# ---- design 1 ----
### config.mk
export PLATFORM = sky130hd
export DESIGN_NAME = seg7_scan_ctrl
export DESIGN_NICKNAME = d
export VERILOG_FILES = /design/src/rtl/seg7_pkg.sv /design/src/rtl/seg7_decoder.sv /design/src/rtl/seg7_scan_ctrl.sv
export SDC_FILE = /design/constraint.sdc
export NUM_CORES = 1
export LEC_CHECK = 0
export ABC_AREA = 1
export CORE_ASPECT_RATIO = 0.8
export CORE_MARGIN = 3
export CORE_UTILIZATION = 55
export CTS_BUF_LIST = sky130_fd_sc_hd__clkbuf_16
export DETAILED_ROUTE_END_ITERATION = 10
export PLACE_DENSITY_LB_ADDON = 0.12
export SYNTH_ARGS = -nofsm -noshare
export SYNTH_HDL_FRONTEND = slang
export SYNTH_HIERARCHICAL = 1
export SYNTH_SLANG_ARGS = --single-unit
### constraint.sdc
create_clock -name clk -period 4.7 [get_ports clk]
set_input_delay 0.94 -clock clk [delete_from_list [all_inputs] [get_ports clk]]
set_output_delay 0.94 -clock clk [all_outputs]
set_load 0.03 [all_outputs]
### src/rtl/seg7_pkg.sv
// Shared types and constants for the 7-segment scan controller.
package seg7_pkg;

    typedef enum logic [1:0] {
        IDLE  = 2'd0,
        BLANK = 2'd1,
        ON    = 2'd2
    } state_t;

    // All segments (and dp) dark on an active-low bus
    localparam logic [7:0] SEG_OFF = 8'hFF;

    // Bits needed to hold 0..slot_cyc-1 (at least one bit)
    function automatic int cnt_width(input int slot_cyc);
        int w;
        w = 1;
        for (int i = 1; i < 31; i++) begin
            if ((1 << i) < slot_cyc) begin
                w = i + 1;
            end
        end
        return w;
    endfunction

endpackage

### src/rtl/seg7_decoder.sv
// BCD to common-anode 7-segment glyph, active-low {dp,g,f,e,d,c,b,a}.
// The dp bit is always off here; nibbles 10..15 give a dark digit.
module seg7_decoder
    import seg7_pkg::*;
(
    input  logic [3:0] nibble,
    output logic [7:0] seg
);

    // Glyph lookup
    always_comb begin
        case (nibble)
            4'd0:    seg = 8'hC0;
            4'd1:    seg = 8'hF9;
            4'd2:    seg = 8'hA4;
            4'd3:    seg = 8'hB0;
            4'd4:    seg = 8'h99;
            4'd5:    seg = 8'h92;
            4'd6:    seg = 8'h82;
            4'd7:    seg = 8'hF8;
            4'd8:    seg = 8'h80;
            4'd9:    seg = 8'h90;
            default: seg = SEG_OFF;
        endcase
    end

endmodule

### src/rtl/seg7_scan_ctrl.sv
// Time-multiplexed scan controller for common-anode 7-segment digits.
// Each slot starts with a dark dead-time, then lights one digit. Display
// data is double-buffered and only swapped at the frame boundary.
// Optional: define SEG7_LZB_EN for leading-zero blanking.
module seg7_scan_ctrl
    import seg7_pkg::*;
#(
    parameter int NUM_DIGITS = 4,
    parameter int SLOT_CYC   = 50000,
    parameter int BLANK_CYC  = 500
) (
    input  logic                    clk,
    input  logic                    rst_n,
    input  logic                    enable,
    input  logic                    load,
    input  logic [4*NUM_DIGITS-1:0] digits_in,
    input  logic [NUM_DIGITS-1:0]   dp_in,
    output logic [7:0]              seg,
    output logic [NUM_DIGITS-1:0]   com_n,
    output logic                    frame_done
);

    localparam int CW = cnt_width(SLOT_CYC);
    localparam int IW = $clog2(NUM_DIGITS);
    localparam logic [CW-1:0] CNT_LAST  = CW'(SLOT_CYC - 1);
    localparam logic [CW-1:0] BLANK_END = CW'(BLANK_CYC);
    localparam logic [IW-1:0] IDX_LAST  = IW'(NUM_DIGITS - 1);

    state_t                  state_q, state_d;
    logic [CW-1:0]           cnt_q, cnt_d;
    logic [IW-1:0]           idx_q, idx_d;
    logic [4*NUM_DIGITS-1:0] shadow_dig_q, shadow_dig_d;
    logic [NUM_DIGITS-1:0]   shadow_dp_q, shadow_dp_d;
    logic [4*NUM_DIGITS-1:0] pend_dig_q, pend_dig_d;
    logic [NUM_DIGITS-1:0]   pend_dp_q, pend_dp_d;
    logic                    pend_valid_q, pend_valid_d;
    logic [7:0]              seg_q, seg_d;
    logic [NUM_DIGITS-1:0]   com_n_q, com_n_d;
    logic                    frame_done_q, frame_done_d;

    logic                    slot_end;
    logic                    boundary;
    logic [3:0]              nibble_sel;
    logic                    dp_sel;
    logic [7:0]              dec_seg;
    logic [NUM_DIGITS-1:0]   lzb_mask;
    logic                    blank_sel;

    assign slot_end = (state_q != IDLE) && (cnt_q == CNT_LAST);
    assign boundary = enable && slot_end && (idx_q == IDX_LAST);

    assign nibble_sel = shadow_dig_q[{idx_q, 2'b00} +: 4];
    assign dp_sel     = shadow_dp_q[idx_q];

    seg7_decoder u_dec (
        .nibble (nibble_sel),
        .seg    (dec_seg)
    );

`ifdef SEG7_LZB_EN
    // Digit k>0 is dark when it and every higher digit of the shadow are zero
    always_comb begin
        logic zrun;
        lzb_mask = '0;
        zrun     = 1'b1;
        for (int k = NUM_DIGITS - 1; k >= 1; k--) begin
            zrun        = zrun & (shadow_dig_q[4*k +: 4] == 4'd0);
            lzb_mask[k] = zrun;
        end
    end
`else
    assign lzb_mask = '0;
`endif

    assign blank_sel = lzb_mask[idx_q];

    // Slot sequencing: dead-time then on-time per digit, digit index wraps
    always_comb begin
        state_d = state_q;
        cnt_d   = cnt_q;
        idx_d   = idx_q;
        if (!enable) begin
            state_d = IDLE;
            cnt_d   = '0;
            idx_d   = '0;
        end else if (state_q == IDLE) begin
            state_d = BLANK;
            cnt_d   = '0;
            idx_d   = '0;
        end else if (slot_end) begin
            state_d = BLANK;
            cnt_d   = '0;
            idx_d   = (idx_q == IDX_LAST) ? '0 : idx_q + IW'(1);
        end else begin
            cnt_d   = cnt_q + CW'(1);
            state_d = (cnt_d < BLANK_END) ? BLANK : ON;
        end
    end

    // Double buffer: pending collects loads, shadow swaps only at frame end
    always_comb begin
        shadow_dig_d = shadow_dig_q;
        shadow_dp_d  = shadow_dp_q;
        pend_dig_d   = pend_dig_q;
        pend_dp_d    = pend_dp_q;
        pend_valid_d = pend_valid_q;
        if (boundary) begin
            if (load) begin
                shadow_dig_d = digits_in;
                shadow_dp_d  = dp_in;
            end else if (pend_valid_q) begin
                shadow_dig_d = pend_dig_q;
                shadow_dp_d  = pend_dp_q;
            end
            pend_valid_d = 1'b0;
        end else if (load) begin
            pend_dig_d   = digits_in;
            pend_dp_d    = dp_in;
            pend_valid_d = 1'b1;
        end
    end

    // Output drive for the next cycle; disabling darkens immediately
    always_comb begin
        seg_d        = SEG_OFF;
        com_n_d      = '1;
        frame_done_d = boundary;
        if (enable && (state_q == ON)) begin
            com_n_d[idx_q] = 1'b0;
            seg_d = (blank_sel ? SEG_OFF : dec_seg) & {~dp_sel, 7'h7F};
        end
    end

    // Sequencing and output registers
    always_ff @(posedge clk or negedge rst_n) begin
        if (!rst_n) begin
            state_q      <= IDLE;
            cnt_q        <= '0;
            idx_q        <= '0;
            seg_q        <= SEG_OFF;
            com_n_q      <= '1;
            frame_done_q <= 1'b0;
        end else begin
            state_q      <= state_d;
            cnt_q        <= cnt_d;
            idx_q        <= idx_d;
            seg_q        <= seg_d;
            com_n_q      <= com_n_d;
            frame_done_q <= frame_done_d;
        end
    end

    // Display data registers
    always_ff @(posedge clk or negedge rst_n) begin
        if (!rst_n) begin
            shadow_dig_q <= '0;
            shadow_dp_q  <= '0;
            pend_dig_q   <= '0;
            pend_dp_q    <= '0;
            pend_valid_q <= 1'b0;
        end else begin
            shadow_dig_q <= shadow_dig_d;
            shadow_dp_q  <= shadow_dp_d;
            pend_dig_q   <= pend_dig_d;
            pend_dp_q    <= pend_dp_d;
            pend_valid_q <= pend_valid_d;
        end
    end

    assign seg        = seg_q;
    assign com_n      = com_n_q;
    assign frame_done = frame_done_q;

endmodule

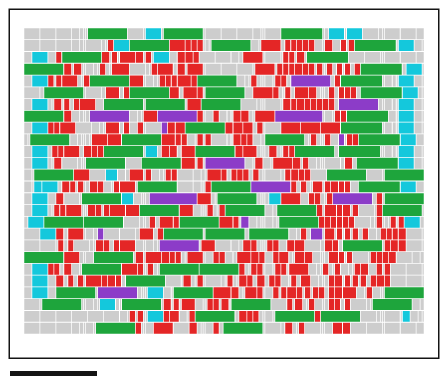
*Placed cells, one color a class, design 1*
Scale bar: 20 um. Fill, decap, tap and diode cells in gray.
Key: flops = green [cells 74]; clock drivers and dummy loads = purple [cells 16]; other buffers and delay cells = cyan [cells 40]; all other logic = red [cells 358]
flip-flop and latch share of the layout cell area: 41.5%
Placement Rows: 26
final instance area: 0.00450 mm^2

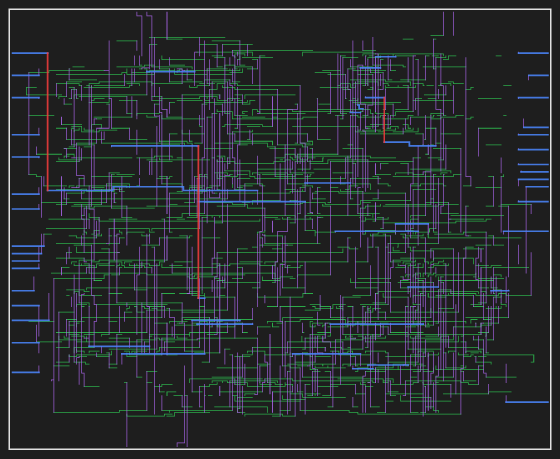
*Signal wires by layer, design 1*
Key: met4 = red [wire length 61.2 um]; met2 = purple [wire length 3340 um]; met3 = blue [wire length 384 um]; met1 = green [wire length 3720 um]

[worst paths after layout]
kind,slack [ns],cells after the start,start,end
setup / recovery,2.10,7,enable,shadow_dig_q[1]
setup reg to reg,2.25,10,idx_q[0],seg[3]
max in group asynchronous,2.95,2,rst_n,shadow_dig_q[2]
hold / removal,0.47,2,pend_dig_q[6],pend_dig_q[6]
min in group asynchronous,0.81,1,rst_n,cnt_q[11]
hold reg to reg,0.47,2,pend_dig_q[6],pend_dig_q[6]
[area by class of cell]
cell class	count	area, um^2
clock buffers	9	225
well taps	84	105
multi-input cells	319	1690
clock inverters	7	83.8
flip-flops and latches	74	1870
fillers	535	2040
inverters	39	146
repair buffers	40	380
[registers in the layout (all words and copies together), names as in the netlist]
name	count
cnt_q	16
com_n	4
frame_done	1
idx_q	2
pend_dig_q	16
pend_dp_q	4
pend_valid_q	1
seg	8
shadow_dig_q	16
shadow_dp_q	4
state_q	2
[worst register-to-register path: cells and delay by family (launching register included)]
family | cells | cell delay (ns)
AND-OR/OR-AND | 2 | 0.59
AND/OR/NAND/NOR | 4 | 0.30
buffers and inverters | 3 | 0.61
flip-flops | 1 | 0.52
adder cells (fa/ha/maj) | 1 | 0.31
==> run notes <==
Main metrics from the flow reports.

The flow ran to the end, and the final reports show no timing, DRC or antenna violations. The total of max-cap violations came out at 0. In this run, placement finished with an instance count of 556. The hold violation count in the final report came out at 0. After synthesis, the cell types taking the most area are sky130_fd_sc_hd__dfrtp_1, sky130_fd_sc_hd__nand2_1, sky130_fd_sc_hd__dfstp_2. Power attributed to sequential cells is 0.000663 W.

The number of warnings in the stage logs came out at 33. The worst setup slack before clock tree synthesis is 1.78 ns. The top power consumer group is clock. The routing usage on met1 came out at 29.5%.

The synthesized-area fraction occupied by xor and xnor cells came out at 0.692%. The upper clock frequency limit came out at 0.385 GHz. The timing report gives the clock slew at the launch and capture registers of the worst setup and hold paths as 0.06 ns. The placed instance area came out at 0.00419 mm^2. The clock sink count came out at 74. The routed wire length per instance came out at 13.1 um. Per the final layout report, the fraction of cells sized above drive strength 1 comes to 12.9%.

The core region is 0.00654 mm^2. The via count of the routed design came out at 2980. The timing report gives the biggest stage delay along the critical path as 0.57 ns. Per the summary, power density relative to cell area is 324 mW/mm^2. The number of warnings printed during yosys synthesis is 6. The power drawn by the clock network is 0.000708 W.

The count of hold buffers inserted by post-cts repair is 0. Per STA, the worst path accumulates the most delay in the family buffers and inverters. In the global route stage, met3 resource usage came out at 5.30%. Entering global routing, the biggest net connects 49 pins. The number of cells upsized or downsized after cts is 0. The hold slack is 0.466 ns. The global-route wire length before repair came out at 13.0 mm. The total length of routed met2 wires came out at 3.34 mm. The flip-flop and latch count after synthesis came out at 74. The final antenna diode tally reported by the flow is 0.

The placement report lists the number of port buffers as 36. The post-synthesis cell type count came out at 32. In this run, CTS created clock tree buffers numbering 9. The DRC violation total left in the routed layout is recorded as 0. The chip area came out at 0.00794 mm^2.

The transition time recorded at the tightest slew-check pin is 1.10 ns. In the global route stage, met2 resource usage came out at 31.6%. The combinational family with the most area after synthesis is simple AND/OR/NAND/NOR gates. The yosys stat chip area came out at 0.00380 mm^2. Data on the critical path is required at its endpoint by 4.96 ns. The detailed-route vias per instance is 5.21. Per the CTS log, the root buffer master is sky130_fd_sc_hd__clkbuf_16.

# ---- design 2 ----
File: src/rtl/ofs_fim_pcie_ss_ib2sb.sv
// In-band to side-band TLP header converter: strips the 256-bit SOP header into out_tuser_vendor and realigns payload down.
// Optional protocol checking enabled by defining OFS_FIM_PCIE_SS_IB2SB_ERR_CHK_EN.
module ofs_fim_pcie_ss_ib2sb #(
    parameter int DATA_WIDTH = 512,
    parameter int HDR_WIDTH  = 256
) (
    input  logic                    clk,
    input  logic                    rst_n,
    input  logic                    in_tvalid,
    output logic                    in_tready,
    input  logic [DATA_WIDTH-1:0]   in_tdata,
    input  logic [DATA_WIDTH/8-1:0] in_tkeep,
    input  logic                    in_tlast,
    input  logic                    in_tuser_vendor,
    output logic                    out_tvalid,
    input  logic                    out_tready,
    output logic [DATA_WIDTH-1:0]   out_tdata,
    output logic [DATA_WIDTH/8-1:0] out_tkeep,
    output logic                    out_tlast,
    output logic [HDR_WIDTH:0]      out_tuser_vendor,
    output logic                    err
);
    localparam int KW = DATA_WIDTH / 8;
    localparam int KH = HDR_WIDTH / 8;
    localparam int U  = DATA_WIDTH - HDR_WIDTH;
    localparam int KU = U / 8;

    typedef enum logic [1:0] {ST_SOP = 2'd0, ST_BODY = 2'd1, ST_FLUSH = 2'd2} state_t;

    state_t                state_q, state_d;
    logic [U-1:0]          hold_data_q, hold_data_d;
    logic [KU-1:0]         hold_keep_q, hold_keep_d;
    logic [HDR_WIDTH-1:0]  hdr_q, hdr_d;
    logic                  dm_q, dm_d, first_q, first_d;
    logic                  out_valid_q, out_valid_d, out_last_q, out_last_d;
    logic [DATA_WIDTH-1:0] out_data_q, out_data_d;
    logic [KW-1:0]         out_keep_q, out_keep_d;
    logic [HDR_WIDTH:0]    out_user_q, out_user_d;

    logic                  ld_s, acc_s, upper_keep_s;
    logic                  emit_s, emit_last_s, emit_dm_s;
    logic [DATA_WIDTH-1:0] emit_data_s;
    logic [KW-1:0]         emit_keep_s;
    logic [HDR_WIDTH-1:0]  emit_hdr_s;

    assign ld_s         = !out_valid_q || out_tready;
    assign in_tready    = rst_n && ld_s && (state_q != ST_FLUSH);
    assign acc_s        = in_tvalid && in_tready;
    assign upper_keep_s = |in_tkeep[KW-1:KH];

    // State register and per-packet holding registers.
    always_ff @(posedge clk or negedge rst_n) begin
        if (!rst_n) begin
            state_q     <= ST_SOP;
            hold_data_q <= '0;
            hold_keep_q <= '0;
            hdr_q       <= '0;
            dm_q        <= 1'b0;
            first_q     <= 1'b0;
            out_valid_q <= 1'b0;
            out_data_q  <= '0;
            out_keep_q  <= '0;
            out_last_q  <= 1'b0;
            out_user_q  <= '0;
        end else begin
            state_q     <= state_d;
            hold_data_q <= hold_data_d;
            hold_keep_q <= hold_keep_d;
            hdr_q       <= hdr_d;
            dm_q        <= dm_d;
            first_q     <= first_d;
            out_valid_q <= out_valid_d;
            out_data_q  <= out_data_d;
            out_keep_q  <= out_keep_d;
            out_last_q  <= out_last_d;
            out_user_q  <= out_user_d;
        end
    end

    // Next-state logic; a last beat with upper bytes needs an extra flush beat.
    always_comb begin
        state_d = state_q;
        case (state_q)
            ST_SOP:   state_d = (acc_s && !in_tlast) ? ST_BODY : ST_SOP;
            ST_BODY: begin
                if (acc_s && in_tlast) begin
                    state_d = upper_keep_s ? ST_FLUSH : ST_SOP;
                end else begin
                    state_d = ST_BODY;
                end
            end
            ST_FLUSH: state_d = ld_s ? ST_SOP : ST_FLUSH;
            default:  state_d = ST_SOP;
        endcase
    end

    // Beat emission and holding-register updates.
    always_comb begin
        emit_s      = 1'b0;
        emit_last_s = 1'b0;
        emit_dm_s   = dm_q;
        emit_data_s = '0;
        emit_keep_s = '0;
        emit_hdr_s  = '0;
        hold_data_d = hold_data_q;
        hold_keep_d = hold_keep_q;
        hdr_d       = hdr_q;
        dm_d        = dm_q;
        first_d     = first_q;
        case (state_q)
            ST_SOP: begin
                if (acc_s) begin
                    hdr_d       = in_tdata[HDR_WIDTH-1:0];
                    dm_d        = in_tuser_vendor;
                    hold_data_d = in_tdata[DATA_WIDTH-1:HDR_WIDTH];
                    hold_keep_d = in_tkeep[KW-1:KH];
                    if (in_tlast) begin
                        emit_s      = 1'b1;
                        emit_last_s = 1'b1;
                        emit_dm_s   = in_tuser_vendor;
                        emit_data_s = {{HDR_WIDTH{1'b0}}, in_tdata[DATA_WIDTH-1:HDR_WIDTH]};
                        emit_keep_s = {{KH{1'b0}}, in_tkeep[KW-1:KH]};
                        emit_hdr_s  = in_tdata[HDR_WIDTH-1:0];
                        first_d     = 1'b0;
                    end else begin
                        first_d     = 1'b1;
                    end
                end else begin
                    first_d = first_q;
                end
            end
            ST_BODY: begin
                if (acc_s) begin
                    emit_s      = 1'b1;
                    emit_last_s = in_tlast && !upper_keep_s;
                    emit_data_s = {in_tdata[HDR_WIDTH-1:0], hold_data_q};
                    emit_keep_s = {in_tkeep[KH-1:0], hold_keep_q};
                    emit_hdr_s  = first_q ? hdr_q : {HDR_WIDTH{1'b0}};
                    first_d     = 1'b0;
                    hold_data_d = in_tdata[DATA_WIDTH-1:HDR_WIDTH];
                    hold_keep_d = in_tkeep[KW-1:KH];
                end else begin
                    first_d = first_q;
                end
            end
            ST_FLUSH: begin
                if (ld_s) begin
                    emit_s      = 1'b1;
                    emit_last_s = 1'b1;
                    emit_data_s = {{HDR_WIDTH{1'b0}}, hold_data_q};
                    emit_keep_s = {{KH{1'b0}}, hold_keep_q};
                end else begin
                    emit_s = 1'b0;
                end
            end
            default: emit_s = 1'b0;
        endcase
    end

    // Output register: loads only when empty or being drained, so a stalled beat holds.
    always_comb begin
        out_valid_d = out_valid_q;
        out_data_d  = out_data_q;
        out_keep_d  = out_keep_q;
        out_last_d  = out_last_q;
        out_user_d  = out_user_q;
        if (ld_s) begin
            out_valid_d = emit_s;
            if (emit_s) begin
                out_data_d = emit_data_s;
                out_keep_d = emit_keep_s;
                out_last_d = emit_last_s;
                out_user_d = {emit_hdr_s, emit_dm_s};
            end else begin
                out_last_d = out_last_q;
            end
        end else begin
            out_valid_d = out_valid_q;
        end
    end

    assign out_tvalid       = out_valid_q;
    assign out_tdata        = out_data_q;
    assign out_tkeep        = out_keep_q;
    assign out_tlast        = out_last_q;
    assign out_tuser_vendor = out_user_q;

`ifdef OFS_FIM_PCIE_SS_IB2SB_ERR_CHK_EN
    logic err_q, err_d;

    // Contiguous-from-bit-0 keep has no set bit above a clear bit.
    function automatic logic keep_contig(input logic [KW-1:0] k);
        return ((k & (k + KW'(1))) == {KW{1'b0}});
    endfunction

    // Sticky error flag.
    always_comb begin
        err_d = err_q;
        if (acc_s && ((state_q == ST_SOP && in_tkeep[KH-1:0] != {KH{1'b1}}) || !keep_contig(in_tkeep))) begin
            err_d = 1'b1;
        end else begin
            err_d = err_q;
        end
    end

    // Error register.
    always_ff @(posedge clk or negedge rst_n) begin
        if (!rst_n) begin
            err_q <= 1'b0;
        end else begin
            err_q <= err_d;
        end
    end

    assign err = err_q;
`else
    assign err = 1'b0;
`endif

endmodule
File: config.mk
export PLATFORM = sky130hd
export DESIGN_NAME = ofs_fim_pcie_ss_ib2sb
export DESIGN_NICKNAME = d
export VERILOG_FILES = /design/src/rtl/ofs_fim_pcie_ss_ib2sb.sv
export SDC_FILE = /design/constraint.sdc
export NUM_CORES = 2
export LEC_CHECK = 0
export ABC_CLOCK_PERIOD_IN_PS = 2400
export CAP_MARGIN = 20
export CORE_AREA = 2 2 555 557
export CTS_CLUSTER_SIZE = 14
export DETAILED_ROUTE_END_ITERATION = 7
export DIE_AREA = 0 0 557 559
export HOLD_SLACK_MARGIN = 0.12
export PLACE_DENSITY = 0.34
export SLEW_MARGIN = 20
export SYNTH_ARGS = -nofsm -noshare
export SYNTH_HDL_FRONTEND = slang
export SYNTH_SLANG_ARGS = --single-unit
export TNS_END_PERCENT = 5
File: constraint.sdc
create_clock -name clk -period 2.4 [get_ports clk]
set_input_delay 0.72 -clock clk [delete_from_list [all_inputs] [get_ports clk]]
set_output_delay 0.72 -clock clk [all_outputs]
set_load 0.05 [all_outputs]
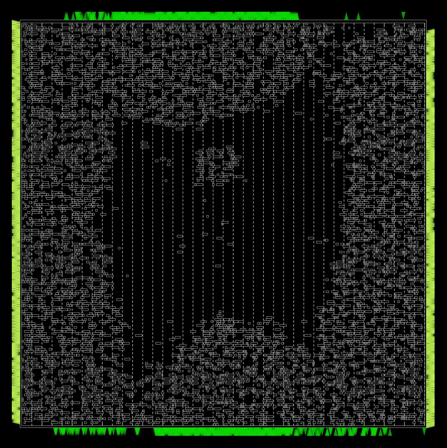
*Placement view, design 2*
tap cell count: 4100
fill cell instance count of the final layout: 32000

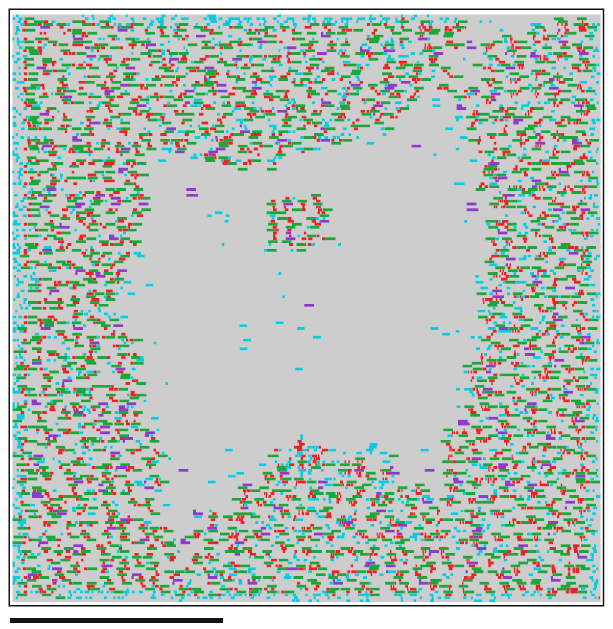
*Placed cells, one color a class, design 2*
Scale bar: 200 um. Fill, decap, tap and diode cells in gray.
Key: other buffers and delay cells = cyan [cells 1673]; clock drivers and dummy loads = purple [cells 324]; all other logic = red [cells 2537]; flops = green [cells 1383]
Layout Utilization: 25.8%
final instance area: 0.0786 mm^2

==> run notes <==
Main metrics from the flow reports.

The chip width came out at 557 um. The switching portion of total power is 43.0%. The worst setup path is of the flop to output port kind. Summed over all layers, the routed wires come to 262 mm. The placeable core region is 0.305 mm^2. The shortest period the worst path allows came out at 2.45 ns. In the post-synthesis netlist, the cell with the most instances is sky130_fd_sc_hd__dfrtp_1.

The placement stage leaves a total instance area of 0.0738 mm^2. In the global route stage, overall resource usage came out at 16.3%. The sequential logic power is 0.0368 W. The instance count of the mapped netlist came out at 4287.

The sequential standard cell area is 0.0346 mm^2. The count of H-tree levels built during CTS is 4. The combinational share of power came out at 40.6%. The cell with the largest stage delay on the worst path is sky130_fd_sc_hd__dfrtp_1.

The yosys stat cell total came out at 4287. Of all nets on the critical path, the largest fanout is 3. The worst reg2reg path depth came out at 7. The final timing report gives a worst setup slack of -0.0533 ns.

Setup repair after global routing could not meet its margin everywhere. After layout, the worst path uses 102% of the clock period. The initial cell density of the core came out at 17.9%. For reference, the critical path cell chain is buf_6 -> nand2_2 -> and3_4 -> buf_12. In the final report, the number of endpoints failing setup comes to 1.

The root buffer cell is sky130_fd_sc_hd__clkbuf_16. The maximum root-to-sink buffer count came out at 4. The library cell used most frequently in the layout, excluding fill and tap cells, is sky130_fd_sc_hd__dfrtp_1. The flow ran to the end, but the final reports show violations. The number of global-route vias before repair is 43400. The tightest hold path in the finished design has a slack of 0.268 ns. The checks that failed: negative setup slack. The critical path starts at state_q[1]. The main area contributors are sky130_fd_sc_hd__dfrtp_1, sky130_fd_sc_hd__a221o_1, sky130_fd_sc_hd__nand2_1. The min-delay analysis places its worst path in the category input pin to asynchronous set/reset pin. The congestion estimate from routability-driven global placement came to 0.775.
## cell type report
type | instances | share of cell area, %
clock inverters | 30 | 0.458
flip-flops and latches | 1383 | 44.0
repair buffers | 1673 | 19.2
diodes | 22 | 0.0700
well taps | 4100 | 6.53
multi-input cells | 2535 | 22.7
clock buffers | 294 | 7.02
inverters | 2 | 0.0127
## per-layer routing
| metal | global-route usage, % | vias to the layer above |
|---|---|---|
| li1 | - | 18700 |
| met3 | 6.63 | 366 |
| met1 | 19.5 | 21800 |
| met4 | 3.05 | 100 |
| met5 | 0 | - |
| met2 | 27.3 | 1412 |
## what timing repair did
| action | CTS | global route |
|---|---|---|
| pin swaps | 0 | 4 |
| gates resized | 1173 | 305 |
| setup endpoints to repair | 402 | 162 |
| endpoints found under the hold margin | 40 | 0 |
| gates cloned | 0 | 0 |
| setup buffers | 4 | 7 |
| hold buffers | 3 | 0 |
## critical path: cells and delay by family, from the launching register on
family / cells / cell delay, ns
and+or+nand+nor: 2 / 0.25
buffers and inverters: 2 / 0.27
DFF: 1 / 0.39

# ---- design 3 ----
### Signal wires by layer, design 3

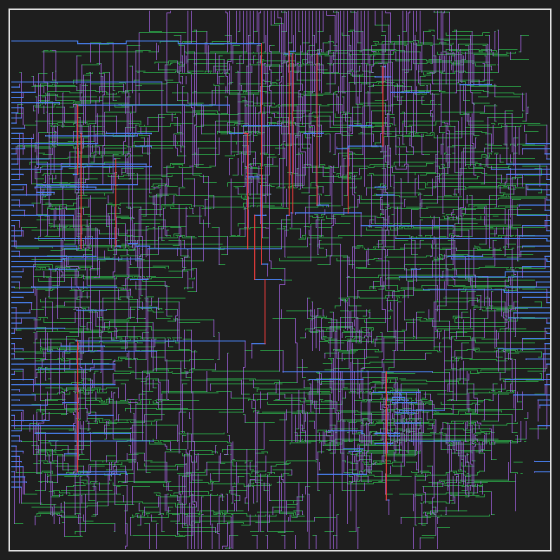
## src/rtl/bitplane_rle_pkg.sv

```systemverilog
// Shared types and default sizes for the bit-plane run-length encoder.
package bitplane_rle_pkg;

    localparam int DEF_WORD_W          = 200;
    localparam int DEF_WORDS_PER_PLANE = 5;
    localparam int DEF_RUN_W           = 8;

    // Encoder control states.
    typedef enum logic [2:0] {
        IDLE,
        WAIT_WORD,
        SCAN,
        EMIT,
        EMIT_ZERO,
        FINAL
    } state_t;

    // Why the scanner stopped: the bit value changed, or the run counter filled up.
    typedef enum logic {
        FLIP,
        SAT
    } reason_t;

endpackage

```

## src/rtl/bitplane_rle_encoder.sv

```systemverilog
// Serial run-length encoder for one bit-plane per start pulse.
// Bits are consumed LSB first; runs alternate starting with zeros and are
// emitted as RUN_W-bit tokens. A run that fills the counter is split by a
// zero-length token so the decoder stays in phase.
module bitplane_rle_encoder
    import bitplane_rle_pkg::*;
#(
    parameter int WORD_W          = DEF_WORD_W,
    parameter int WORDS_PER_PLANE = DEF_WORDS_PER_PLANE,
    parameter int RUN_W           = DEF_RUN_W
) (
    input  logic              clk,
    input  logic              rst,
    input  logic              start,
    input  logic [WORD_W-1:0] in_data,
    input  logic              in_valid,
    output logic              in_ready,
    output logic [RUN_W-1:0]  out_run,
    output logic              out_valid,
    input  logic              out_ready,
    output logic              out_last,
    output logic              busy,
    output logic              done
);

    localparam int BIT_W  = (WORD_W > 1) ? $clog2(WORD_W) : 1;
    localparam int WCNT_W = (WORDS_PER_PLANE > 1) ? $clog2(WORDS_PER_PLANE) : 1;

    localparam logic [RUN_W-1:0]  RUN_MAX   = {RUN_W{1'b1}};
    localparam logic [BIT_W-1:0]  LAST_BIT  = BIT_W'(WORD_W - 1);
    localparam logic [WCNT_W-1:0] LAST_WORD = WCNT_W'(WORDS_PER_PLANE - 1);

    state_t             state;
    state_t             state_next;
    reason_t            reason;
    logic [WORD_W-1:0]  shreg;
    logic [RUN_W-1:0]   count;
    logic [BIT_W-1:0]   bitidx;
    logic [WCNT_W-1:0]  words;
    logic               cur;
    logic               scan_bit;
    logic               scan_flip;
    logic               scan_sat;

    assign scan_bit  = shreg[0];
    assign scan_flip = (scan_bit != cur);
    assign scan_sat  = (scan_bit == cur) && (count == RUN_MAX);

    // State register.
    always_ff @(posedge clk) begin
        // NOTE: sequential state uses non-blocking assignments so every register samples pre-edge values.
        if (rst) state <= IDLE;
        else     state <= state_next;
    end

    // Next-state and output decode; outputs depend only on registered state.
    always_comb begin
        // NOTE: every signal gets a default first so no path through the case can infer a latch.
        state_next = state;
        in_ready   = 1'b0;
        out_valid  = 1'b0;
        out_last   = 1'b0;
        out_run    = '0;
        busy       = (state != IDLE);
        case (state)
            IDLE: begin
                if (start) state_next = WAIT_WORD;
            end
            WAIT_WORD: begin
                in_ready = 1'b1;
                if (in_valid) state_next = SCAN;
            end
            SCAN: begin
                if (scan_flip || scan_sat)
                    state_next = EMIT;
                else if (bitidx == LAST_BIT)
                    state_next = (words == LAST_WORD) ? FINAL : WAIT_WORD;
            end
            EMIT: begin
                out_valid = 1'b1;
                out_run   = count;
                if (out_ready) state_next = (reason == SAT) ? EMIT_ZERO : SCAN;
            end
            EMIT_ZERO: begin
                out_valid = 1'b1;
                if (out_ready) state_next = SCAN;
            end
            FINAL: begin
                out_valid = 1'b1;
                out_run   = count;
                out_last  = 1'b1;
                if (out_ready) state_next = IDLE;
            end
            default: state_next = IDLE;
        endcase
    end

    // Run counter, current run value, word/bit indices, stop reason and done pulse.
    always_ff @(posedge clk) begin
        if (rst) begin
            count  <= '0;
            cur    <= 1'b0;
            words  <= '0;
            bitidx <= '0;
            reason <= FLIP;
            done   <= 1'b0;
        end else begin
            done <= (state == FINAL) && out_ready;
            case (state)
                IDLE: begin
                    if (start) begin
                        count <= '0;
                        cur   <= 1'b0;
                        words <= '0;
                    end
                end
                WAIT_WORD: begin
                    if (in_valid) bitidx <= '0;
                end
                SCAN: begin
                    if (scan_flip) begin
                        reason <= FLIP;
                    end else if (scan_sat) begin
                        reason <= SAT;
                    end else begin
                        count  <= count + 1'b1;
                        bitidx <= bitidx + 1'b1;
                        if (bitidx == LAST_BIT && words != LAST_WORD)
                            words <= words + 1'b1;
                    end
                end
                EMIT: begin
                    if (out_ready && reason == FLIP) begin
                        count <= '0;
                        cur   <= ~cur;
                    end
                end
                EMIT_ZERO: begin
                    if (out_ready) count <= '0;
                end
                default: ;
            endcase
        end
    end

    // Plane shift register: loaded per word, shifted right as bits are consumed.
    always_ff @(posedge clk) begin
        // NOTE: pure datapath storage is left unreset; it is always loaded before it is read.
        if (state == WAIT_WORD && in_valid)
            shreg <= in_data;
        else if (state == SCAN && !scan_flip && !scan_sat)
            shreg <= shreg >> 1;
    end

endmodule

```

## config.mk

```make
export PLATFORM = sky130hd
export DESIGN_NAME = bitplane_rle_encoder
export DESIGN_NICKNAME = d
export VERILOG_FILES = /design/src/rtl/bitplane_rle_pkg.sv /design/src/rtl/bitplane_rle_encoder.sv
export SDC_FILE = /design/constraint.sdc
export NUM_CORES = 1
export LEC_CHECK = 0
export CAP_MARGIN = 40
export CORE_MARGIN = 2
export CORE_UTILIZATION = 51
export DETAILED_ROUTE_END_ITERATION = 10
export PLACE_DENSITY = 0.81
export SETUP_SLACK_MARGIN = 0.02
export SYNTH_ARGS = -nofsm -noshare
export SYNTH_HDL_FRONTEND = slang
export SYNTH_SLANG_ARGS = --single-unit
```

## constraint.sdc

```tcl
create_clock -name clk -period 9.3 [get_ports clk]
set_clock_uncertainty 0.1 [all_clocks]
set_input_delay 1.395 -clock clk [delete_from_list [all_inputs] [get_ports clk]]
set_output_delay 1.395 -clock clk [all_outputs]
set_load 0.02 [all_outputs]
```

==> run notes <==
Main metrics from the flow reports.

The total count of max-transition violations in the final report came out at 0. The floorplan step defined a core boundary enclosing 0.0188 mm^2. The flow ran to the end, and the final reports show no timing, DRC or antenna violations.

Total power normalized to cell area comes to 192 mW/mm^2. 218 I/O pins were placed. The post-CTS hold buffer count recorded in the log is 0.

The initial antenna violation count came out at 0. Per the final layout report, the fraction of cells sized above drive strength 1 comes to 4.51%. The count of fill cells added during filler insertion is 1455. The top logic cell by instance count in the layout is sky130_fd_sc_hd__nand2_1. Ranked by flip-flop count, first place goes to shreg.

Across all stage logs, warnings added up to 27. The first global-routing pass estimated 35.1 mm of wire. The yosys stat chip area came out at 0.00988 mm^2. The yosys stat cell total came out at 1022. The highest cell delay on the worst timing path came out at 0.63 ns. Leaving out fill and tap cells, the most frequent cells in the layout are sky130_fd_sc_hd__nand2_1, sky130_fd_sc_hd__clkdlybuf4s50_1, sky130_fd_sc_hd__edfxtp_1. The initial cell density of the core came out at 52.5%. The count of buffers added by post-CTS timing repair for setup is 0. The die span in y is 143 um. TritonRoute reported its final design rule violation total as 0. The top cell type by area accounts for 60.8% of the synthesized area. The hold violation count in the final report came out at 0.

The leakage power figure came out at 5.29 nW. Entering global routing, the biggest net connects 90 pins. The post-synthesis async set-or-reset flop share came out at 0%.

The via count of the routed design is 7627. The area fraction in mux cells came out at 0.228%. The worst path arrival time came out at 2.67 ns. The number of cells upsized or downsized after cts is 0. The synthesized area divided by synthesized cell count came out at 9.67 um^2. Per STA, the worst path is made up of or2b_1 -> a21oi_1 -> and2_1 -> clkdlybuf4s50_1. STA classifies the critical path startpoint as a flop. Per the run report, area growth between synthesis and finish was 32.3%. The synthesis report lists the most area-consuming cells as sky130_fd_sc_hd__edfxtp_1, sky130_fd_sc_hd__nand2_1, sky130_fd_sc_hd__dfxtp_1. The post-route report lists met1 wire length as 9.86 mm. TritonCTS built the clock tree. The met2 track utilization from global routing is 33.7%. The number of global-route vias before repair is 7292. The met3 global-route usage is 3.99%. For the final routed database, the setup TNS stands at 0 ns. The register clock-pin slew on the reported worst setup and hold paths came out at 0.06 ns. Counting the warning lines in the Yosys log gives 0.
About 'Signal wires by layer' of design 3:
Key: met4 = red [wire length 429 um]; met1 = green [wire length 9860 um]; met3 = blue [wire length 1780 um]; met2 = purple [wire length 10200 um]

-- where the power goes --
group	switching, W	internal, W	total, W
sequential	0.0000303	0.00125	0.00128
combinational	0.000212	0.000164	0.000376
clock	0.000379	0.000483	0.000862
-- stage by stage --
stage                     total power (W)  setup slack, ns  cell area, um^2  instances  util (%)
after floorplan                   0.00152             2.36             9880       1022         -
after global placement            0.00165             4.89            12300       1455      65.1
after detailed placement          0.00168             5.02            12400       1460      65.8
after CTS                         0.00253             5.11            13100       1501      69.4
after global routing              0.00263             4.97            13100       1501      69.4
final                             0.00252             5.13            13100       1501      69.4
-- worst max-delay path, delay by kind of cell, from the launching register on --
| kind | cells | cell delay (ns) |
|---|---|---|
| compound gates | 1 | 0.44 |
| flops | 1 | 0.63 |
| simple gates | 2 | 0.52 |
| buf+inv | 1 | 0.60 |
-- layout make-up --
cell class	instances	area (um^2)	area share, %
tap	260	325	2.49
sequential	225	6510	49.8
inverter	8	30.0	0.230
clock buffer	27	591	4.52
multi-input combinational	738	3170	24.2
clock inverter	14	98.8	0.756
timing repair buffer	229	2350	18.0

# ---- design 4 ----
### Wiring heat map, design 4

The die is cut into 33 by 33 equal tiles; black is low, pale yellow is high, scaled to the fullest tile. Values are wire area over tile area, all layers added.
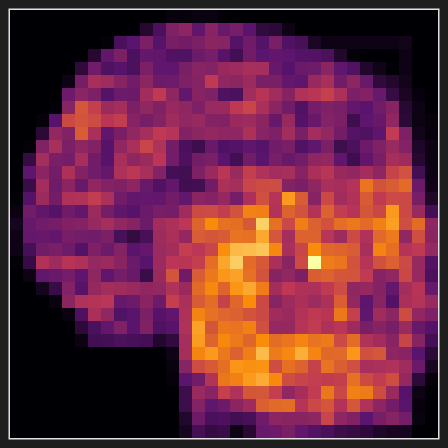
<file path="config.mk">
export PLATFORM = sky130hd
export DESIGN_NAME = rv32im_muldiv_unit
export DESIGN_NICKNAME = d
export VERILOG_FILES = /design/src/rtl/rv32im_muldiv_unit.sv
export SDC_FILE = /design/constraint.sdc
export NUM_CORES = 2
export LEC_CHECK = 0
export ABC_AREA = 0
export CORE_MARGIN = 4
export CORE_UTILIZATION = 50
export CTS_CLUSTER_SIZE = 10
export DETAILED_ROUTE_END_ITERATION = 16
export PLACE_DENSITY = 0.73
export SLEW_MARGIN = 20
export SYNTH_ARGS = -nofsm -noshare
export SYNTH_HDL_FRONTEND = slang
export SYNTH_SLANG_ARGS = --single-unit
</file>
<file path="constraint.sdc">
create_clock -name clk -period 9.6 [get_ports clk]
set_input_delay 1.92 -clock clk [delete_from_list [all_inputs] [get_ports clk]]
set_output_delay 1.92 -clock clk [all_outputs]
set_load 0.02 [all_outputs]
</file>
<file path="src/rtl/rv32im_muldiv_unit.sv">
// Multi-cycle RV32 M-extension unit: pipelined multiply, restoring divide,
// optional early-out for divide-by-zero and signed overflow.
module rv32im_muldiv_unit #(
    parameter int WIDTH         = 32,
    parameter int MUL_LATENCY   = 2,
    parameter int DIV_EARLY_OUT = 1
) (
    input  logic             clk,
    input  logic             rst,
    input  logic             i_valid,
    output logic             o_ready,
    input  logic [2:0]       i_funct3,
    input  logic [WIDTH-1:0] i_rs1_data,
    input  logic [WIDTH-1:0] i_rs2_data,
    input  logic             i_flush,
    output logic             o_valid,
    output logic [WIDTH-1:0] o_result
);

    localparam logic [2:0] S_IDLE    = 3'd0;
    localparam logic [2:0] S_MUL     = 3'd1;
    localparam logic [2:0] S_DIV     = 3'd2;
    localparam logic [2:0] S_SPECIAL = 3'd3;
    localparam logic [2:0] S_DONE    = 3'd4;
    localparam int CNT_W = $clog2(WIDTH + 3);
    localparam logic [WIDTH-1:0] MOST_NEG = {1'b1, {(WIDTH-1){1'b0}}};

    function automatic logic [WIDTH-1:0] f_neg_if(input logic [WIDTH-1:0] x, input logic neg);
        return neg ? -x : x;
    endfunction

    function automatic logic [WIDTH-1:0] f_mag(input logic [WIDTH-1:0] x, input logic sgn);
        return f_neg_if(x, sgn && x[WIDTH-1]);
    endfunction

    logic [2:0]       r_state;
    logic [CNT_W-1:0] r_cnt;
    logic [1:0]       r_op;
    logic [WIDTH-1:0] r_a, r_b, r_quo, r_rem, r_result;

    logic w_accept, w_special_in;
    assign o_ready  = (r_state == S_IDLE) || (r_state == S_DONE);
    assign o_valid  = (r_state == S_DONE);
    assign o_result = r_result;
    assign w_accept = i_valid && o_ready;
    assign w_special_in = (i_rs2_data == '0) ||
                          (!i_funct3[0] && i_rs1_data == MOST_NEG && i_rs2_data == '1);

    // Multiply: operands extended to 2*WIDTH so one unsigned multiplier covers all variants
    logic                      w_a_sgn, w_b_sgn;
    logic signed [2*WIDTH-1:0] w_a_x, w_b_x, w_prod;
    logic [WIDTH-1:0]          w_mul_res, w_mul_out;
    assign w_a_sgn   = (r_op != 2'b11) && r_a[WIDTH-1];
    assign w_b_sgn   = (r_op == 2'b01) && r_b[WIDTH-1];
    assign w_a_x     = {{WIDTH{w_a_sgn}}, r_a};
    assign w_b_x     = {{WIDTH{w_b_sgn}}, r_b};
    assign w_prod    = w_a_x * w_b_x;
    assign w_mul_res = (r_op == 2'b00) ? w_prod[WIDTH-1:0] : w_prod[2*WIDTH-1:WIDTH];

    generate
        if (MUL_LATENCY > 1) begin : g_mul_pipe
            logic [WIDTH-1:0] r_prod_p [MUL_LATENCY-1];
            // ---- product pipeline stages p0 .. p(MUL_LATENCY-2) ----
            always_ff @(posedge clk or posedge rst) begin
                if (rst) begin
                    for (int i = 0; i < MUL_LATENCY - 1; i++) r_prod_p[i] <= '0;
                end else begin
                    r_prod_p[0] <= w_mul_res;
                    for (int i = 1; i < MUL_LATENCY - 1; i++) r_prod_p[i] <= r_prod_p[i-1];
                end
            end
            assign w_mul_out = r_prod_p[MUL_LATENCY-2];
        end else begin : g_mul_comb
            assign w_mul_out = w_mul_res;
        end
    endgenerate

    // Divide: r_quo shifts the dividend magnitude out while quotient bits shift in
    logic             w_div_sgn, w_ge;
    logic [WIDTH-1:0] w_b_mag, w_diff, w_spec_res;
    logic [WIDTH:0]   w_shift;
    assign w_div_sgn = !r_op[0];
    assign w_b_mag   = f_mag(r_b, w_div_sgn);
    assign w_shift   = {r_rem, r_quo[WIDTH-1]};
    assign w_ge      = (w_shift >= {1'b0, w_b_mag});
    assign w_diff    = w_shift[WIDTH-1:0] - w_b_mag;
    assign w_spec_res = r_op[1] ? ((r_b == '0) ? r_a : '0)
                                : ((r_b == '0) ? '1  : r_a);

    always_ff @(posedge clk or posedge rst) begin
        if (rst) begin
            r_state  <= S_IDLE;
            r_cnt    <= '0;
            r_op     <= '0;
            r_a      <= '0;
            r_b      <= '0;
            r_quo    <= '0;
            r_rem    <= '0;
            r_result <= '0;
        end else if (i_flush) begin
            r_state <= S_IDLE;
            r_cnt   <= '0;
        end else begin
            case (r_state)
                S_MUL: begin
                    if (r_cnt == CNT_W'(MUL_LATENCY - 1)) begin
                        r_state  <= S_DONE;
                        r_result <= w_mul_out;
                    end else begin
                        r_cnt <= r_cnt + 1'b1;
                    end
                end
                S_SPECIAL: begin
                    // Held two cycles so early-out results keep a fixed 2-cycle latency
                    if (r_cnt == CNT_W'(1)) begin
                        r_state  <= S_DONE;
                        r_result <= w_spec_res;
                    end else begin
                        r_cnt <= r_cnt + 1'b1;
                    end
                end
                S_DIV: begin
                    r_cnt <= r_cnt + 1'b1;
                    if (r_cnt < CNT_W'(WIDTH)) begin
                        r_rem <= w_ge ? w_diff : w_shift[WIDTH-1:0];
                        r_quo <= {r_quo[WIDTH-2:0], w_ge};
                    end else if (r_cnt == CNT_W'(WIDTH)) begin
                        // Zero divisor forces all-ones even for a negative signed dividend
                        r_quo <= (r_b == '0) ? '1
                                 : f_neg_if(r_quo, w_div_sgn && (r_a[WIDTH-1] ^ r_b[WIDTH-1]));
                        r_rem <= f_neg_if(r_rem, w_div_sgn && r_a[WIDTH-1]);
                    end else begin
                        r_state  <= S_DONE;
                        r_result <= r_op[1] ? r_rem : r_quo;
                    end
                end
                default: begin
                    if (w_accept) begin
                        r_op  <= i_funct3[1:0];
                        r_a   <= i_rs1_data;
                        r_b   <= i_rs2_data;
                        r_cnt <= '0;
                        r_rem <= '0;
                        r_quo <= f_mag(i_rs1_data, !i_funct3[0]);
                        if (!i_funct3[2])
                            r_state <= S_MUL;
                        else if ((DIV_EARLY_OUT != 0) && w_special_in)
                            r_state <= S_SPECIAL;
                        else
                            r_state <= S_DIV;
                    end else begin
                        r_state <= S_IDLE;
                    end
                end
            endcase
        end
    end

endmodule

</file>
==> run notes <==
Main metrics from the flow reports.

In the synthesized netlist, the dominant kind of combinational cell is adder cells. The finished design was reported to have a net count of 7322. The routed wire length per instance came out at 22.3 um. Headroom to the max-slew limit came out at 20.3%. Tracing the worst setup path back leads to its startpoint at r_b[6]. The actual slew at the worst max-slew pin is 1.18 ns.

The setup TNS after final layout came out at 0 ns. The worst hold path cell count came out at 2. The flip-flop and latch count after synthesis is 203. CTS placed an instance of sky130_fd_sc_hd__clkbuf_16 at the clock tree root. Timing analysis after detailed placement gives a worst setup slack of 0.852 ns. In this design, the largest share of critical-path delay is due to adder cells. The highest cell delay on the worst timing path is 1.00 ns. The site row count is 118. The chip area is 0.110 mm^2. The number of port buffers is 104. The classification of the worst-slack hold path is flop to flop. The run finished with clean final reports. The endpoint of the worst hold path is reported as o_result[28]. The number of I/O pins came out at 105. The area share of the leading cell type in the synthesized netlist came out at 43.0%. The highest fanout seen on the critical path came out at 24. All stages included, the depth of the critical timing path comes to 25.

The source of the worst hold timing path is o_result[28].
Notes on 'Wiring heat map' of design 4 above:
21% of the tiles are over half the peak. The fullest tile reaches 0.80. 21% of the tiles are nearly empty. The mean over all tiles is 0.25. The emptiest ninth of the die: lower left.
Detailed Route WL: 162 mm
Tot GR Track Use: 29.7%

-- cell type report --
| class | count | area [um^2] |
|---|---|---|
| diodes | 1 | 2.50 |
| fillers | 9382 | 48200 |
| repair buffers | 231 | 2020 |
| clock buffers | 35 | 726 |
| inverters | 1246 | 4680 |
| well taps | 1380 | 1730 |
| multi-input cells | 4164 | 41200 |
| clock inverters | 9 | 160 |
| flip-flops and latches | 203 | 5080 |
-- stage by stage --
stage,utilization (%),instance area (um^2)
floorplan,-,52400
CTS,53.6,55600
finish,53.6,55600
global route,53.6,55600
detailed placement,52.7,54700
global placement,52.7,54700
-- per-layer routing --
layer  track usage, %  wire (um)
met1             39.2      62200
met2             47.5      74800
met3             5.25      14700
met4             15.2      10200
met5                0         54
-- registers in the layout, indices dropped and copies added (netlist names) --
name and cells:
o_result 32, g_mul_pipe.r_prod_p 32, r_state 3, r_rem 32, r_b 32, r_op 2
r_cnt 6, r_quo 32, r_a 32

# ---- design 5 ----
### Signal wires by layer, design 5

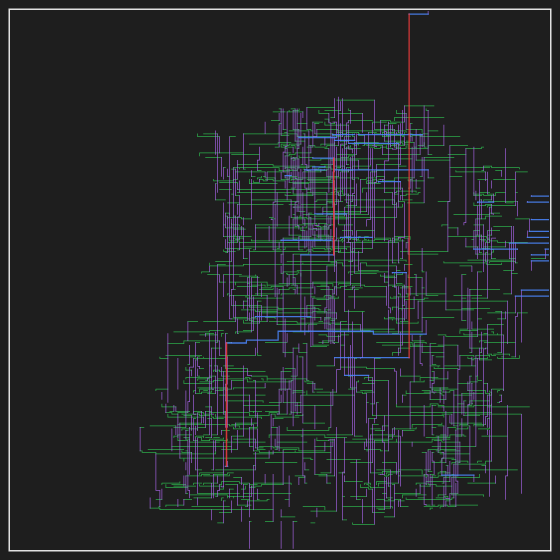
[src/rtl/step_pacer.sv]
// Step pacer: debounced manual step key plus an auto-stepping prescaler with
// pause/resume, feeding a one-cycle clock-enable strobe to a downstream register.

// Per-key synchronizer and debouncer; press is a one-cycle pulse on a debounced 1->0.
module step_pacer_debounce #(
  parameter int DB_CYCLES = 1000000
) (
  input  logic clock,
  input  logic reset,
  input  logic key,
  output logic press
);
  localparam int CW = $clog2(DB_CYCLES);

  logic          sync1;
  logic          sync2;
  logic          level;
  logic [CW-1:0] cnt;

  // NOTE: sequential state uses non-blocking assignments only, so every flop
  // samples the pre-edge values and the synchronizer chain really is two stages.
  always_ff @(posedge clock or posedge reset) begin
    if (reset) begin
      sync1 <= 1'b1;
      sync2 <= 1'b1;
      level <= 1'b1;
      cnt   <= '0;
      press <= 1'b0;
    end else begin
      sync1 <= key;
      sync2 <= sync1;
      press <= 1'b0;
      if (sync2 == level) begin
        cnt <= '0;
      end else if (cnt == CW'(DB_CYCLES - 1)) begin
        // This edge is the one where the count would reach DB_CYCLES.
        level <= sync2;
        cnt   <= '0;
        press <= ~sync2;
      end else begin
        cnt <= cnt + CW'(1);
      end
    end
  end
endmodule

module step_pacer #(
  parameter int TICK_DIV  = 50000000,
  parameter int DB_CYCLES = 1000000
) (
  input  logic       clock,
  input  logic       reset,
  input  logic       key_step,
  input  logic       key_mode,
  output logic       step,
  output logic [1:0] mode,
  output logic [7:0] step_count
);
  localparam int PW = $clog2(TICK_DIV);

  typedef enum logic [1:0] {
    MANUAL = 2'b00,
    AUTO   = 2'b01,
    HOLD   = 2'b10
  } mode_t;

  mode_t         state;
  mode_t         state_next;
  logic [PW-1:0] presc;
  logic [PW-1:0] presc_next;
  logic          step_next;
  logic          wrap;
  logic          step_ev;
  logic          mode_ev;

  step_pacer_debounce #(.DB_CYCLES(DB_CYCLES)) u_db_step (
    .clock (clock),
    .reset (reset),
    .key   (key_step),
    .press (step_ev)
  );

  step_pacer_debounce #(.DB_CYCLES(DB_CYCLES)) u_db_mode (
    .clock (clock),
    .reset (reset),
    .key   (key_mode),
    .press (mode_ev)
  );

  // NOTE: every output of this block gets a default first, so no path
  // through the case statement can leave a value held and infer a latch.
  always_comb begin
    state_next = state;
    presc_next = presc;
    step_next  = 1'b0;
    wrap       = (presc == PW'(TICK_DIV - 1));
    case (state)
      MANUAL: begin
        // A coincident mode press wins and swallows the manual step.
        if (mode_ev) begin
          state_next = AUTO;
          presc_next = '0;
        end else if (step_ev) begin
          step_next = 1'b1;
        end
      end
      AUTO: begin
        presc_next = wrap ? '0 : presc + PW'(1);
        step_next  = wrap;
        if (mode_ev)      state_next = MANUAL;
        else if (step_ev) state_next = HOLD;
      end
      HOLD: begin
        if (mode_ev)      state_next = MANUAL;
        else if (step_ev) state_next = AUTO;
      end
      default: state_next = MANUAL;
    endcase
  end

  always_ff @(posedge clock or posedge reset) begin
    if (reset) begin
      state      <= MANUAL;
      presc      <= '0;
      step       <= 1'b0;
      step_count <= '0;
    end else begin
      state      <= state_next;
      presc      <= presc_next;
      step       <= step_next;
      step_count <= step_count + {7'd0, step};
    end
  end

  assign mode = state;
endmodule

[config.mk]
export PLATFORM = sky130hd
export DESIGN_NAME = step_pacer
export DESIGN_NICKNAME = d
export VERILOG_FILES = /design/src/rtl/step_pacer.sv
export SDC_FILE = /design/constraint.sdc
export NUM_CORES = 1
export LEC_CHECK = 0
export CAP_MARGIN = 10
export CORE_MARGIN = 4
export CORE_UTILIZATION = 30
export DETAILED_ROUTE_END_ITERATION = 10
export HOLD_SLACK_MARGIN = 0.02
export SLEW_MARGIN = 30
export SYNTH_ARGS = -nofsm -noshare
export SYNTH_HDL_FRONTEND = slang
export SYNTH_SLANG_ARGS = --single-unit
[constraint.sdc]
create_clock -name clock -period 2.8 [get_ports clock]
set_input_delay 0.7 -clock clock [delete_from_list [all_inputs] [get_ports clock]]
set_output_delay 0.7 -clock clock [all_outputs]
set_load 0.02 [all_outputs]
==> run notes <==
Main metrics from the flow reports.

The upper clock frequency limit came out at 0.462 GHz. The area taken by multi-input logic gates came out at 0.00189 mm^2. The worst IR drop on VDD came out at 326 uV. The number of diodes added for antenna fixing came out at 0. The source-to-sink clock delay at the later pin of the worst-skew pair came out at 0.34 ns. Of all the cell area in the finished design, the clock network holds 6.57%. After detailed routing, the number of vias per cell comes to 5.08.

The post-synthesis cell type count is 46. The largest registers in the layout are presc x26, u_db_mode.cnt x20, u_db_step.cnt x20. The worst hold path cell count is 0.

The actual slew at the worst max-slew pin came out at 0.869 ns. The signal on the critical path passes through clkdlybuf4s50_1. Looking at the setup timing report, the critical path kind is flop to output port. The reg-to-reg critical path startpoint is presc[18].

The number of hold buffers added after CTS was 0. The routed wire length per instance came out at 13.1 um. Routing resource usage on met1 recorded by global route was 13.8%. The initial antenna violation count came to 0. The hold slack came out at 0.356 ns. The count of fill cells added during filler insertion is 1329. The register with the most flip-flops in the layout has 26 of them. The number of clock buffer instances in the layout came out at 13. The placeable core region came out at 0.0133 mm^2. Input and output buffers added on the ports amount to 14.

According to the report, the first pass of detailed routing completed in 5 iterations. Once layout is done, the placed cells without fillers occupy 0.00478 mm^2. Looking at the cell usage after synthesis, the top flip-flop cell is sky130_fd_sc_hd__dfrtp_1. The initial cell density of the core came out at 30.8%. The site row count came out at 42. The total count of max-transition violations in the final report is 0. Per the timing report, the biggest fanout along the worst path comes to 7. The placed instance area came out at 0.00447 mm^2. The hold violation count in the final report is 0. The cell with the largest stage delay on the worst path is sky130_fd_sc_hd__clkdlybuf4s50_1. The largest cell class by area is sequential cells. The final count of negative-setup-slack endpoints is 0. Setup repair after global routing left no endpoint under its margin. The count of inverters other than clock inverters in the layout is 5. The register clock-pin slew on the reported worst setup and hold paths came out at 0.06 ns.

For reference, the critical path is launched at mode[0]. The number of clock buffers inserted by TritonCTS came out at 9. The highest routing layer actually used is met4. The number of global-route vias before repair came to 2963.

The yosys stat chip area is 0.00411 mm^2. The wire length the detailed router placed on met1 came out at 3.84 mm. The setup TNS after final layout is 0 ns. The tightest min-delay check is of the flop to flop type. The via count of the routed design came out at 3076. The maximum number of pins on one net before global-route repair is 86. The proportion of synthesized chip area in sequential cells is 51.9%. The remaining global-route overflow is 0. The leakage power figure came out at 1.97 nW. The total length of routed met2 wires came out at 3.70 mm.

The number of cells upsized or downsized after cts came out at 0. STA classifies the critical path endpoint as an output port. The flow ran to the end, and the final reports show no timing, DRC or antenna violations. The top logic cell by instance count in the layout is sky130_fd_sc_hd__dfrtp_1. The capture point of the worst register-to-register path is recorded as presc[18]. The maximum root-to-sink buffer count is 2.
About 'Signal wires by layer' of design 5:
Key: met2 = purple [wire length 3700 um]; met4 = red [wire length 131 um]; met3 = blue [wire length 286 um]; met1 = green [wire length 3840 um]

cells in the mapped netlist (all sizes together) (3+ instances only):
cell     n  area share (%)
o21ai    4            0.49
a21oi   14             1.8
a41oi    3            0.64
nor3    10             1.2
nor2    55             5.0
inv      5            0.46
xnor2   18             3.8
nor4    10             2.0
nand2b  10             1.5
nand4   18             2.7
mux2     3            0.82
ha       6             1.8
buf      7             1.2
dfrtp   79              48
a31oi   16             2.4
and3    11             1.7
a22o     4            0.85
nand3   33             4.1
xor2    27             5.8
or4      3            0.64
nand2   29             2.6
nor3b    3            0.55
mux2i    5             1.2
dfstp    6             3.8
clkbuf   5            0.46
stage by stage:
stage	setup WS, ns	instances
after floorplan	0.936	406
after global placement	0.863	590
after detailed placement	0.805	590
after CTS	0.614	606
after global routing	0.559	606
final	0.638	606
power by group:
group          switching (W)  leakage, nW  internal, W  total (W)
combinational      0.0000386        0.649    0.0000146  0.0000532
sequential        0.00000949         1.16      0.00124    0.00125
clock               0.000463        0.156     0.000764    0.00123
total               0.000511         1.97      0.00202    0.00253


==> layout pictures side by side <==
Wiring heat map.
Plate I
The die is cut into 28 by 28 equal tiles; black is low, pale yellow is high, scaled to the fullest tile. Values are wire area over tile area, all layers added.
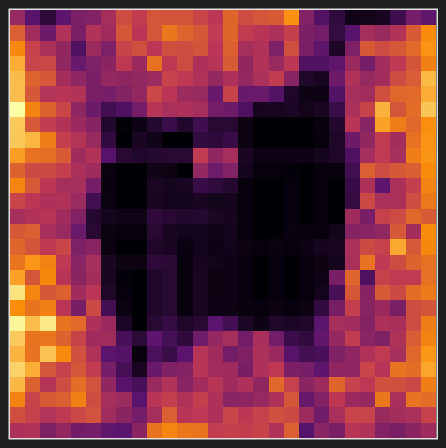
Plate II
The die is cut into 20 by 16 equal tiles; black is low, pale yellow is high, scaled to the fullest tile. Values are wire area over tile area, all layers added.
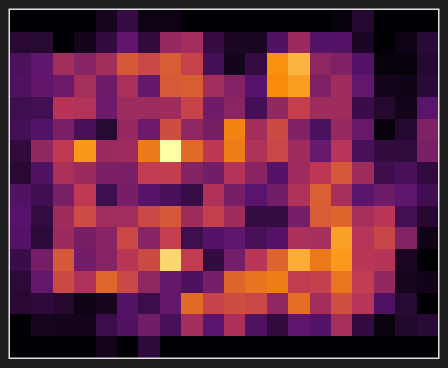
Plate III
The die is cut into 29 by 29 equal tiles; black is low, pale yellow is high, scaled to the fullest tile. Values are wire area over tile area, all layers added.
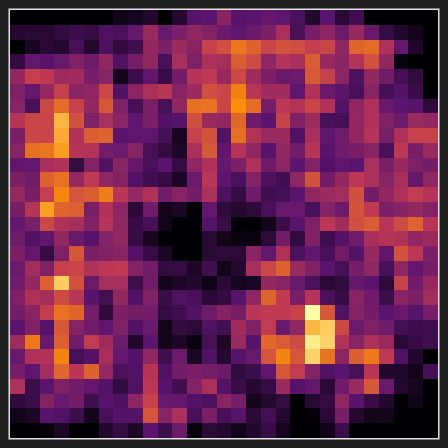
Plate IV
The die is cut into 25 by 25 equal tiles; black is low, pale yellow is high, scaled to the fullest tile. Values are wire area over tile area, all layers added.
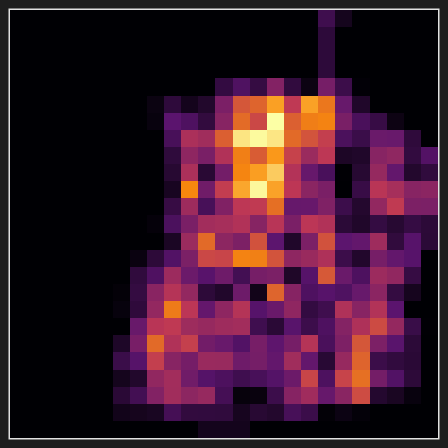
| picture | from |
|---|---|
| Plate III | design 3 |
| Plate II | design 1 |
| Plate I | design 2 |
| Plate IV | design 5 |

Power and IR drop assume default switching activity.
